# ---- rr_decode_arbiter ----
## config.mk

```make
export PLATFORM = sky130hd
export DESIGN_NAME = rr_decode_arbiter
export DESIGN_NICKNAME = d
export VERILOG_FILES = /design/src/rtl/rr_decode_arbiter.sv
export SDC_FILE = /design/constraint.sdc
export NUM_CORES = 1
export LEC_CHECK = 0
export CORE_ASPECT_RATIO = 1.1
export CORE_UTILIZATION = 56
export CTS_BUF_LIST = sky130_fd_sc_hd__clkbuf_4 sky130_fd_sc_hd__clkbuf_8 sky130_fd_sc_hd__clkbuf_16
export DETAILED_ROUTE_END_ITERATION = 16
export PLACE_DENSITY = 0.83
export SLEW_MARGIN = 20
export SYNTH_ARGS = -nofsm -noshare
export SYNTH_HDL_FRONTEND = slang
export SYNTH_SLANG_ARGS = --single-unit
```

## constraint.sdc

```tcl
create_clock -name clk -period 4.45 [get_ports clk]
set_input_delay 1.1125 -clock clk [delete_from_list [all_inputs] [get_ports clk]]
set_output_delay 1.1125 -clock clk [all_outputs]
set_load 0.005 [all_outputs]
```

## src/rtl/rr_decode_arbiter.sv

```systemverilog
// rr_decode_arbiter: 8-way round-robin arbiter with registered one-hot grant, hold cap and one recover cycle (RR_DECODE_ARBITER_LOCK_EN adds i_lock)
module rr_decode_arbiter #(
  parameter int MAX_HOLD = 4,
  parameter int HOLD_W = 4
) (
  input  logic       clk,
  input  logic       rst_n,
  input  logic [7:0] i_req,
  input  logic       i_release,
`ifdef RR_DECODE_ARBITER_LOCK_EN
  input  logic       i_lock,
`endif
  output logic [7:0] o_gnt,
  output logic [2:0] o_gnt_idx,
  output logic       o_gnt_valid,
  output logic       o_busy
);
  // bit 1 = busy, bit 0 = owner valid, so both outputs are plain register bits
  localparam logic [1:0] IDLE    = 2'b00;
  localparam logic [1:0] RECOVER = 2'b10;
  localparam logic [1:0] GRANT   = 2'b11;
  logic [1:0]        r_state;
  logic [2:0]        r_ptr;
  logic [2:0]        r_idx;
  logic [7:0]        r_gnt;
  logic [HOLD_W-1:0] r_hold;
  logic [2:0]        w_win;
  logic              w_lock;
  logic              w_cap;
  logic              w_exit;
`ifdef RR_DECODE_ARBITER_LOCK_EN
  assign w_lock = i_lock;
`else
  assign w_lock = 1'b0;
`endif
  assign w_cap  = r_hold == HOLD_W'(MAX_HOLD);
  assign w_exit = i_release | ~i_req[r_idx] | (w_cap & ~w_lock);
  // first requester after the previous owner wins; the previous owner itself is searched last
  always_comb begin
    w_win = '0;
    for (int k = 8; k >= 1; k--)
      if (i_req[3'(r_ptr + 3'(k))]) w_win = 3'(r_ptr + 3'(k));
  end
  // arbitration FSM: IDLE picks, GRANT holds up to the cap, RECOVER forces one dead cycle
  always_ff @(posedge clk or negedge rst_n) begin
    if (!rst_n) begin
      r_state <= IDLE;
      r_ptr   <= 3'd7;
      r_idx   <= '0;
      r_gnt   <= '0;
      r_hold  <= '0;
    end else begin
      case (r_state)
        IDLE: if (|i_req) begin
          r_state <= GRANT;
          r_idx   <= w_win;
          r_gnt   <= 8'b1 << w_win;
          r_hold  <= HOLD_W'(1);
        end
        GRANT: if (w_exit) begin
          r_state <= RECOVER;
          r_ptr   <= r_idx;
          r_idx   <= '0;
          r_gnt   <= '0;
          r_hold  <= '0;
        end else if (!w_cap) r_hold <= r_hold + HOLD_W'(1);
        default: r_state <= IDLE;
      endcase
    end
  end
  assign o_gnt       = r_gnt;
  assign o_gnt_idx   = r_idx;
  assign o_gnt_valid = r_state[0];
  assign o_busy      = r_state[1];
endmodule
```

# ---- lc3_mem_arbiter ----
$ cat src/rtl/lc3_mem_arbiter.sv
// Single-port memory arbiter for the LC3 pipeline: shares one variable-latency memory
// between instruction fetch and data access. Data has priority, fetch has a starvation guard, and each access has a timeout.
module lc3_mem_arbiter #(
   parameter int          MAX_DATA_STREAK = 4,
   parameter int          TIMEOUT_CYCLES  = 64,
   parameter logic [15:0] BASE_ADDR       = 16'h3000
) (
   input  logic        clk,
   input  logic        reset,
   input  logic        instrmem_rd,
   input  logic [15:0] pc,
   output logic [15:0] Instr_dout,
   output logic        complete_instr,
   input  logic        data_req,
   input  logic        Data_rd,
   input  logic [15:0] Data_addr,
   input  logic [15:0] Data_din,
   output logic [15:0] Data_dout,
   output logic        complete_data,
   output logic        mem_req,
   output logic        mem_we,
   output logic [15:0] mem_addr,
   output logic [15:0] mem_wdata,
   input  logic [15:0] mem_rdata,
   input  logic        mem_ack,
   output logic        timeout_err
);

   localparam int SW = (MAX_DATA_STREAK < 1) ? 1 : $clog2(MAX_DATA_STREAK + 1);
   localparam int TW = (TIMEOUT_CYCLES < 2) ? 1 : $clog2(TIMEOUT_CYCLES);
   localparam logic [SW-1:0] STREAK_MAX = SW'(MAX_DATA_STREAK);
   localparam logic [TW-1:0] TLAST      = TW'(TIMEOUT_CYCLES - 1);

   typedef enum logic [1:0] {IDLE, INSTR, DATA} state_t;

   state_t        state_q, state_d;
   logic [SW-1:0] streak_q, streak_d;
   logic [TW-1:0] tcnt_q, tcnt_d;
   logic          mem_req_q, mem_req_d;
   logic          mem_we_q, mem_we_d;
   logic [15:0]   mem_addr_q, mem_addr_d;
   logic [15:0]   mem_wdata_q, mem_wdata_d;
   logic [15:0]   instr_dout_q, instr_dout_d;
   logic [15:0]   data_dout_q, data_dout_d;
   logic          cmp_i_q, cmp_i_d;
   logic          cmp_d_q, cmp_d_d;
   logic          tmo_q, tmo_d;
   logic          fin, expired;
   logic [15:0]   rd_val;

   always_comb begin
      state_d      = state_q;
      streak_d     = streak_q;
      tcnt_d       = tcnt_q;
      mem_req_d    = mem_req_q;
      mem_we_d     = mem_we_q;
      mem_addr_d   = mem_addr_q;
      mem_wdata_d  = mem_wdata_q;
      instr_dout_d = instr_dout_q;
      data_dout_d  = data_dout_q;
      cmp_i_d      = 1'b0;
      cmp_d_d      = 1'b0;
      tmo_d        = 1'b0;
      fin          = 1'b0;
      expired      = 1'b0;
      rd_val       = mem_rdata;

      case (state_q)
         IDLE: begin
            // Skip sampling in the completion cycle so a still-held request is not re-served.
            if (!cmp_i_q && !cmp_d_q) begin
               if (data_req && (!instrmem_rd || streak_q < STREAK_MAX)) begin
                  state_d     = DATA;
                  mem_req_d   = 1'b1;
                  mem_addr_d  = Data_addr;
                  mem_we_d    = !Data_rd;
                  mem_wdata_d = Data_din;
                  tcnt_d      = '0;
                  if (!instrmem_rd)
                     streak_d = '0;
                  else if (streak_q != STREAK_MAX)
                     streak_d = streak_q + SW'(1);
               end else if (instrmem_rd) begin
                  state_d    = INSTR;
                  mem_req_d  = 1'b1;
                  mem_addr_d = pc;
                  mem_we_d   = 1'b0;
                  tcnt_d     = '0;
                  streak_d   = '0;
               end
            end
         end
         INSTR, DATA: begin
            if (mem_ack) begin
               fin = 1'b1;
            end else if (TIMEOUT_CYCLES > 0 && tcnt_q == TLAST) begin
               fin     = 1'b1;
               expired = 1'b1;
               rd_val  = 16'h0000;
            end else begin
               tcnt_d = tcnt_q + TW'(1);
            end
            if (fin) begin
               state_d    = IDLE;
               mem_req_d  = 1'b0;
               mem_we_d   = 1'b0;
               mem_addr_d = BASE_ADDR;
               tcnt_d     = '0;
               tmo_d      = expired;
               if (state_q == INSTR) begin
                  cmp_i_d      = 1'b1;
                  instr_dout_d = rd_val;
               end else begin
                  cmp_d_d = 1'b1;
                  if (!mem_we_q)
                     data_dout_d = rd_val;
               end
            end
         end
         default: state_d = IDLE;
      endcase
   end

   always_ff @(posedge clk) begin
      if (reset) begin
         state_q      <= IDLE;
         streak_q     <= '0;
         tcnt_q       <= '0;
         mem_req_q    <= 1'b0;
         mem_we_q     <= 1'b0;
         mem_addr_q   <= BASE_ADDR;
         mem_wdata_q  <= 16'h0000;
         instr_dout_q <= 16'h0000;
         data_dout_q  <= 16'h0000;
         cmp_i_q      <= 1'b0;
         cmp_d_q      <= 1'b0;
         tmo_q        <= 1'b0;
      end else begin
         state_q      <= state_d;
         streak_q     <= streak_d;
         tcnt_q       <= tcnt_d;
         mem_req_q    <= mem_req_d;
         mem_we_q     <= mem_we_d;
         mem_addr_q   <= mem_addr_d;
         mem_wdata_q  <= mem_wdata_d;
         instr_dout_q <= instr_dout_d;
         data_dout_q  <= data_dout_d;
         cmp_i_q      <= cmp_i_d;
         cmp_d_q      <= cmp_d_d;
         tmo_q        <= tmo_d;
      end
   end

   assign mem_req        = mem_req_q;
   assign mem_we         = mem_we_q;
   assign mem_addr       = mem_addr_q;
   assign mem_wdata      = mem_wdata_q;
   assign Instr_dout     = instr_dout_q;
   assign Data_dout      = data_dout_q;
   assign complete_instr = cmp_i_q;
   assign complete_data  = cmp_d_q;
   assign timeout_err    = tmo_q;

endmodule

$ cat config.mk
export PLATFORM = sky130hd
export DESIGN_NAME = lc3_mem_arbiter
export DESIGN_NICKNAME = d
export VERILOG_FILES = /design/src/rtl/lc3_mem_arbiter.sv
export SDC_FILE = /design/constraint.sdc
export NUM_CORES = 1
export LEC_CHECK = 0
export CORE_MARGIN = 4
export CORE_UTILIZATION = 41
export DETAILED_ROUTE_END_ITERATION = 8
export PLACE_DENSITY = 0.79
export SLEW_MARGIN = 15
export SYNTH_ARGS = -nofsm -noshare
export SYNTH_HDL_FRONTEND = slang
export SYNTH_SLANG_ARGS = --single-unit
$ cat constraint.sdc
create_clock -name clk -period 2.18 [get_ports clk]
set_clock_uncertainty 0.05 [all_clocks]
set_input_delay 0.436 -clock clk [delete_from_list [all_inputs] [get_ports clk]]
set_output_delay 0.436 -clock clk [all_outputs]
set_load 0.03 [all_outputs]
rr_decode_arbiter, wires at chosen ports, followed through buffers:
Scale bar: 20 um.
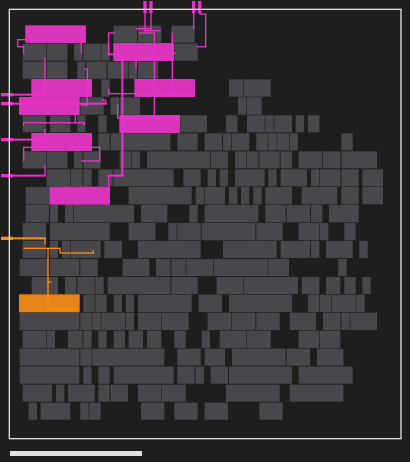
o_gnt_valid: marked orange, bits 1, direction output, edge left, end cells 1, buffers 1, wire 31.5 um. o_gnt: marked magenta, bits 8, direction output, edge 4 top, 4 left, end cells 8, buffers 8, wire 198 um.
number of top-level design ports: 24
buffers added on ports: 23

==> results.rst, rr_decode_arbiter <==
Flow metrics
------------

.. list-table::
   :header-rows: 1

   * - Metric
     - Value
   * - Count of H-tree levels built during CTS
     - 1
   * - Top area contributor share
     - about a fifth
   * - Status
     - finished, final reports clean
   * - Clk sink count
     - 20
   * - Dominant logic cell type in the layout
     - sky130_fd_sc_hd__nand2_1
   * - Slack of the worst reg-to-reg path
     - 0.72 ns
   * - Placed insts
     - approximately 270
   * - First DRT Iteration DRCs
     - between 70 and 80
   * - Global-route wire length before repair
     - 7458 um
   * - Total Wirelength
     - 4461 um
   * - 1st-pass router iterations
     - 4
   * - Critical path buffer and inverter count
     - 1
   * - Group with the largest share of power
     - combinational cells
   * - Clock network power
     - 0.147 mW
   * - CTS tree
     - done
   * - Int Pwr
     - 1.029 mW
   * - Number of cell instances on the worst register-to-register path
     - 7
   * - Synthesized flop and latch total
     - 20
   * - Number of warnings in the stage logs
     - 30
   * - Headroom to the max-slew limit
     - a little over two fifths
   * - Pin count of the biggest net entering global routing
     - 21
   * - Worst Setup Path Type
     - flip-flop to flip-flop
   * - Worst supply voltage drop on vdd
     - 0.4431 mV
   * - Number of global-route vias before repair
     - 1578
   * - Cts-stage hold buffer count
     - 0
   * - DRC errors left
     - 0
   * - Maximum buffer depth of the clock tree
     - 2
   * - Placed wire-length estimate
     - 3368 um
   * - Crit path capture type
     - flip-flop
   * - Area of the core
     - 0.003386 sq mm
   * - Startpoint type of the worst setup path
     - flip-flop
   * - Worst R2R End
     - o_gnt[4]$_DFFE_PN0P_
   * - Clock-pin slew on the worst setup and hold paths
     - 0.11 ns
   * - Core Density at Floorplan
     - 59.42%
## rr_decode_arbiter: state kept, by name (all words and copies together) (netlist names)
name	cells
r_ptr	3
r_hold	4
o_gnt_idx	3
o_gnt	8
r_state	2
## rr_decode_arbiter: final cells by class
cell class	count	area, sq um
Multi-Input combinational cell	161	1371
Fill cell	283	1104
Sequential cell	20	504.2
Timing Repair Buffer	25	245.2
Tap cell	48	60.06
Inverter	13	48.80
Clock inverter	1	30.03
Clock buffer	3	22.52
## rr_decode_arbiter: per-layer routing
layer	part of all wire, %	vias up	track usage, %
li1	-	815	-
met2	49	52	41.90
met1	44	829	35.29
met5	0	-	0
met3	4.6	10	1.198
met4	1.6	0	8.333
## rr_decode_arbiter: cells by family after synthesis
| kind of cell | synth area share, % |
|---|---|
| mux | 29.98 |
| buf+inv | 6.778 |
| simple gates | 14.24 |
| fa+ha+maj | 4.353 |
| xor+xnor | 2.612 |
| flops | 25.06 |
| compound gates | 16.98 |
lc3_mem_arbiter, wires at chosen ports, followed through buffers:
Scale bar: 20 um.
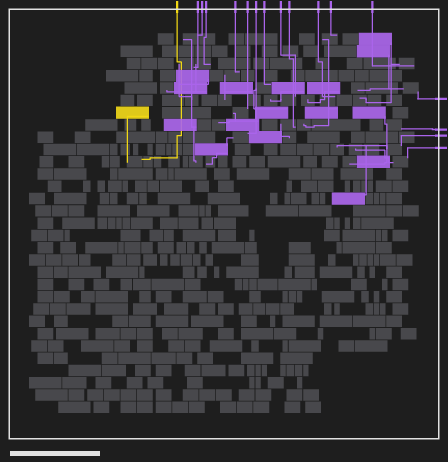
timeout_err: marked yellow, bits 1, direction output, edge top, end cells 1, buffers 1, wire 57.3 um. Instr_dout: marked purple, bits 16, direction output, edge 12 top, 4 right, end cells 16, buffers 16, wire 505 um.
buffers added on ports: 138
number of top-level design ports: 139

==> results.rst, lc3_mem_arbiter <==
Flow metrics
------------

.. list-table::
   :header-rows: 1

   * - Metric
     - Value
   * - Leakage Power
     - 1.828 nW
   * - Power attributed to sequential cells
     - approximately 1.7 mW
   * - Fill count
     - 596
   * - Ordered cell list for the critical path
     - ha_1 > and4_1 > a21o_1 > a21oi_2 > a22o_1
   * - Post-detailed-placement cell area
     - 0.004591 sq mm
   * - Count of H-tree levels built during CTS
     - 3
   * - Dominant logic cell type in the layout
     - sky130_fd_sc_hd__clkdlybuf4s50_1
   * - Combinational gate power
     - about 1.0 mW
   * - Synth logic family
     - AND-OR/OR-AND gates
   * - Total chip power
     - 3.920 mW
   * - Pin count of the biggest net entering global routing
     - 20
   * - Number of warning messages in the yosys log
     - 0
   * - Final total negative setup slack
     - 0 ns
   * - Vertical extent of the die
     - 94.82 um
   * - Critical-path maximum fanout
     - 15
   * - Maximum buffer depth of the clock tree
     - 2
   * - Worst supply voltage drop on vdd
     - 0.3592 mV
   * - Number of instances on the worst hold path
     - 2
   * - Crit path capture type
     - flip-flop
   * - Drt wl/cell
     - 15.35 um
   * - Status
     - finished, final reports clean
   * - Share of the synthesized netlist area taken by xor and xnor gates
     - 0.2834%
   * - Top area contributor share
     - 51.82%
   * - Switching portion of total power
     - 30.57%
   * - Maximum clock rate
     - 0.5032 GHz
   * - Area of combinational cells with multiple inputs
     - between 0.001 and 0.0015 sq mm
   * - Worst hold path startpoint
     - mem_wdata[7]$_SDFFE_PP0P_
   * - Post-layout net count
     - 507
lc3_mem_arbiter: sequential cells by signal, indices dropped and copies added (netlist names):
register and count:
complete_instr 1, mem_req 1, complete_data 1, timeout_err 1
streak_q 3, mem_addr 16, mem_we 1, mem_wdata 16
Data_dout 16, Instr_dout 16, state_q 2, tcnt_q 6
lc3_mem_arbiter: layout make-up:
type / instances / area share [%]
Sequential cell: 80 / 33.09
Timing Repair Buffer: 147 / 30.20
Multi-Input combinational cell: 187 / 28.70
Clock buffer: 9 / 2.559
Tap cell: 99 / 2.559
Clock inverter: 7 / 2.353
Inverter: 7 / 0.5429
lc3_mem_arbiter: metal layers:
| metal | track usage (%) | wire length [um] | share of wire, % | up-vias |
|---|---|---|---|---|
| li1 | - | - | - | 1345 |
| met3 | 3.426 | 444 | 5.4 | 12 |
| met4 | 7.452 | 151 | 1.8 | 0 |
| met2 | 33.76 | 4326 | 53 | 77 |
| met1 | 20.96 | 3305 | 40 | 1264 |
| met5 | 0 | 0 | 0 | - |

==> screenshots <==
Routing congestion map.
panel A
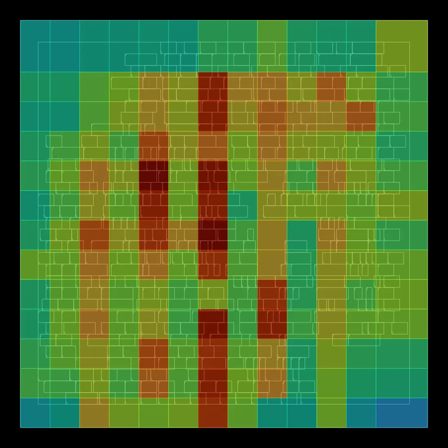
panel B
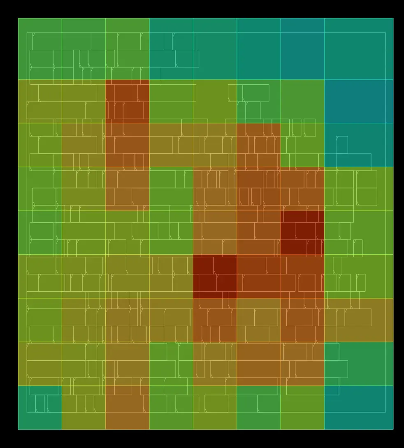
- panel B = rr_decode_arbiter
- panel A = lc3_mem_arbiter
Of these, highest track usage: panel B



==> gallery <==
Zoomed window.
Plate I
Scale bar: 10 um. Window x 11 to 36, y 11 to 36 um. Cells in gray, sequential cells in the stronger gray; small squares are vias.
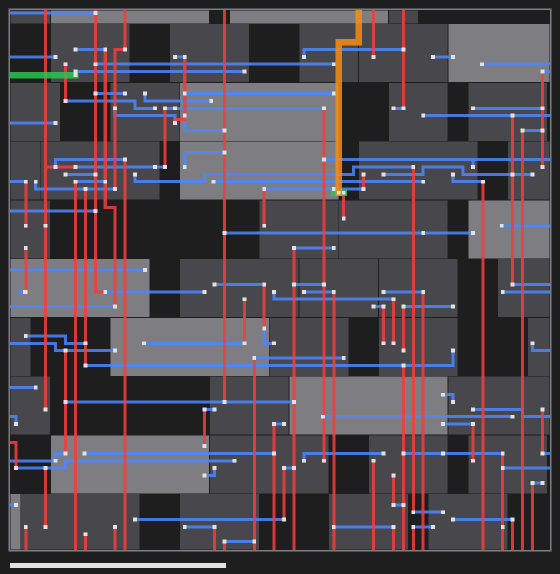
Plate II
Scale bar: 10 um. Window x 2 to 27, y 4 to 29 um. Cells in gray, sequential cells in the stronger gray; small squares are vias.
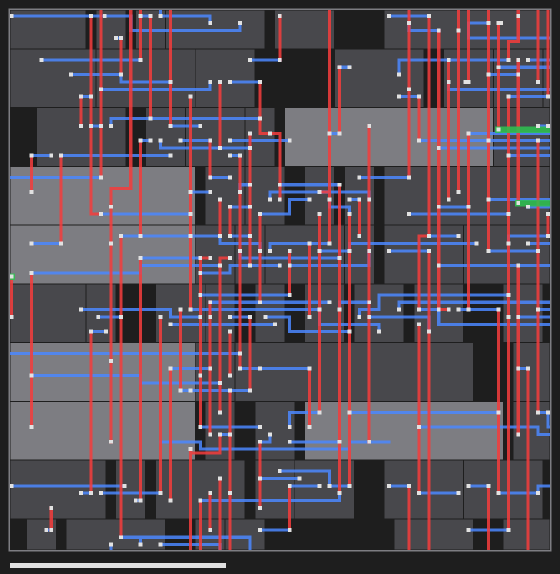
| picture | from |
|---|---|
| Plate II | rr_decode_arbiter |
| Plate I | lc3_mem_arbiter |
The one with the largest die is Plate I.

Power figures rest on the tool's default switching activity, not on a simulated workload.
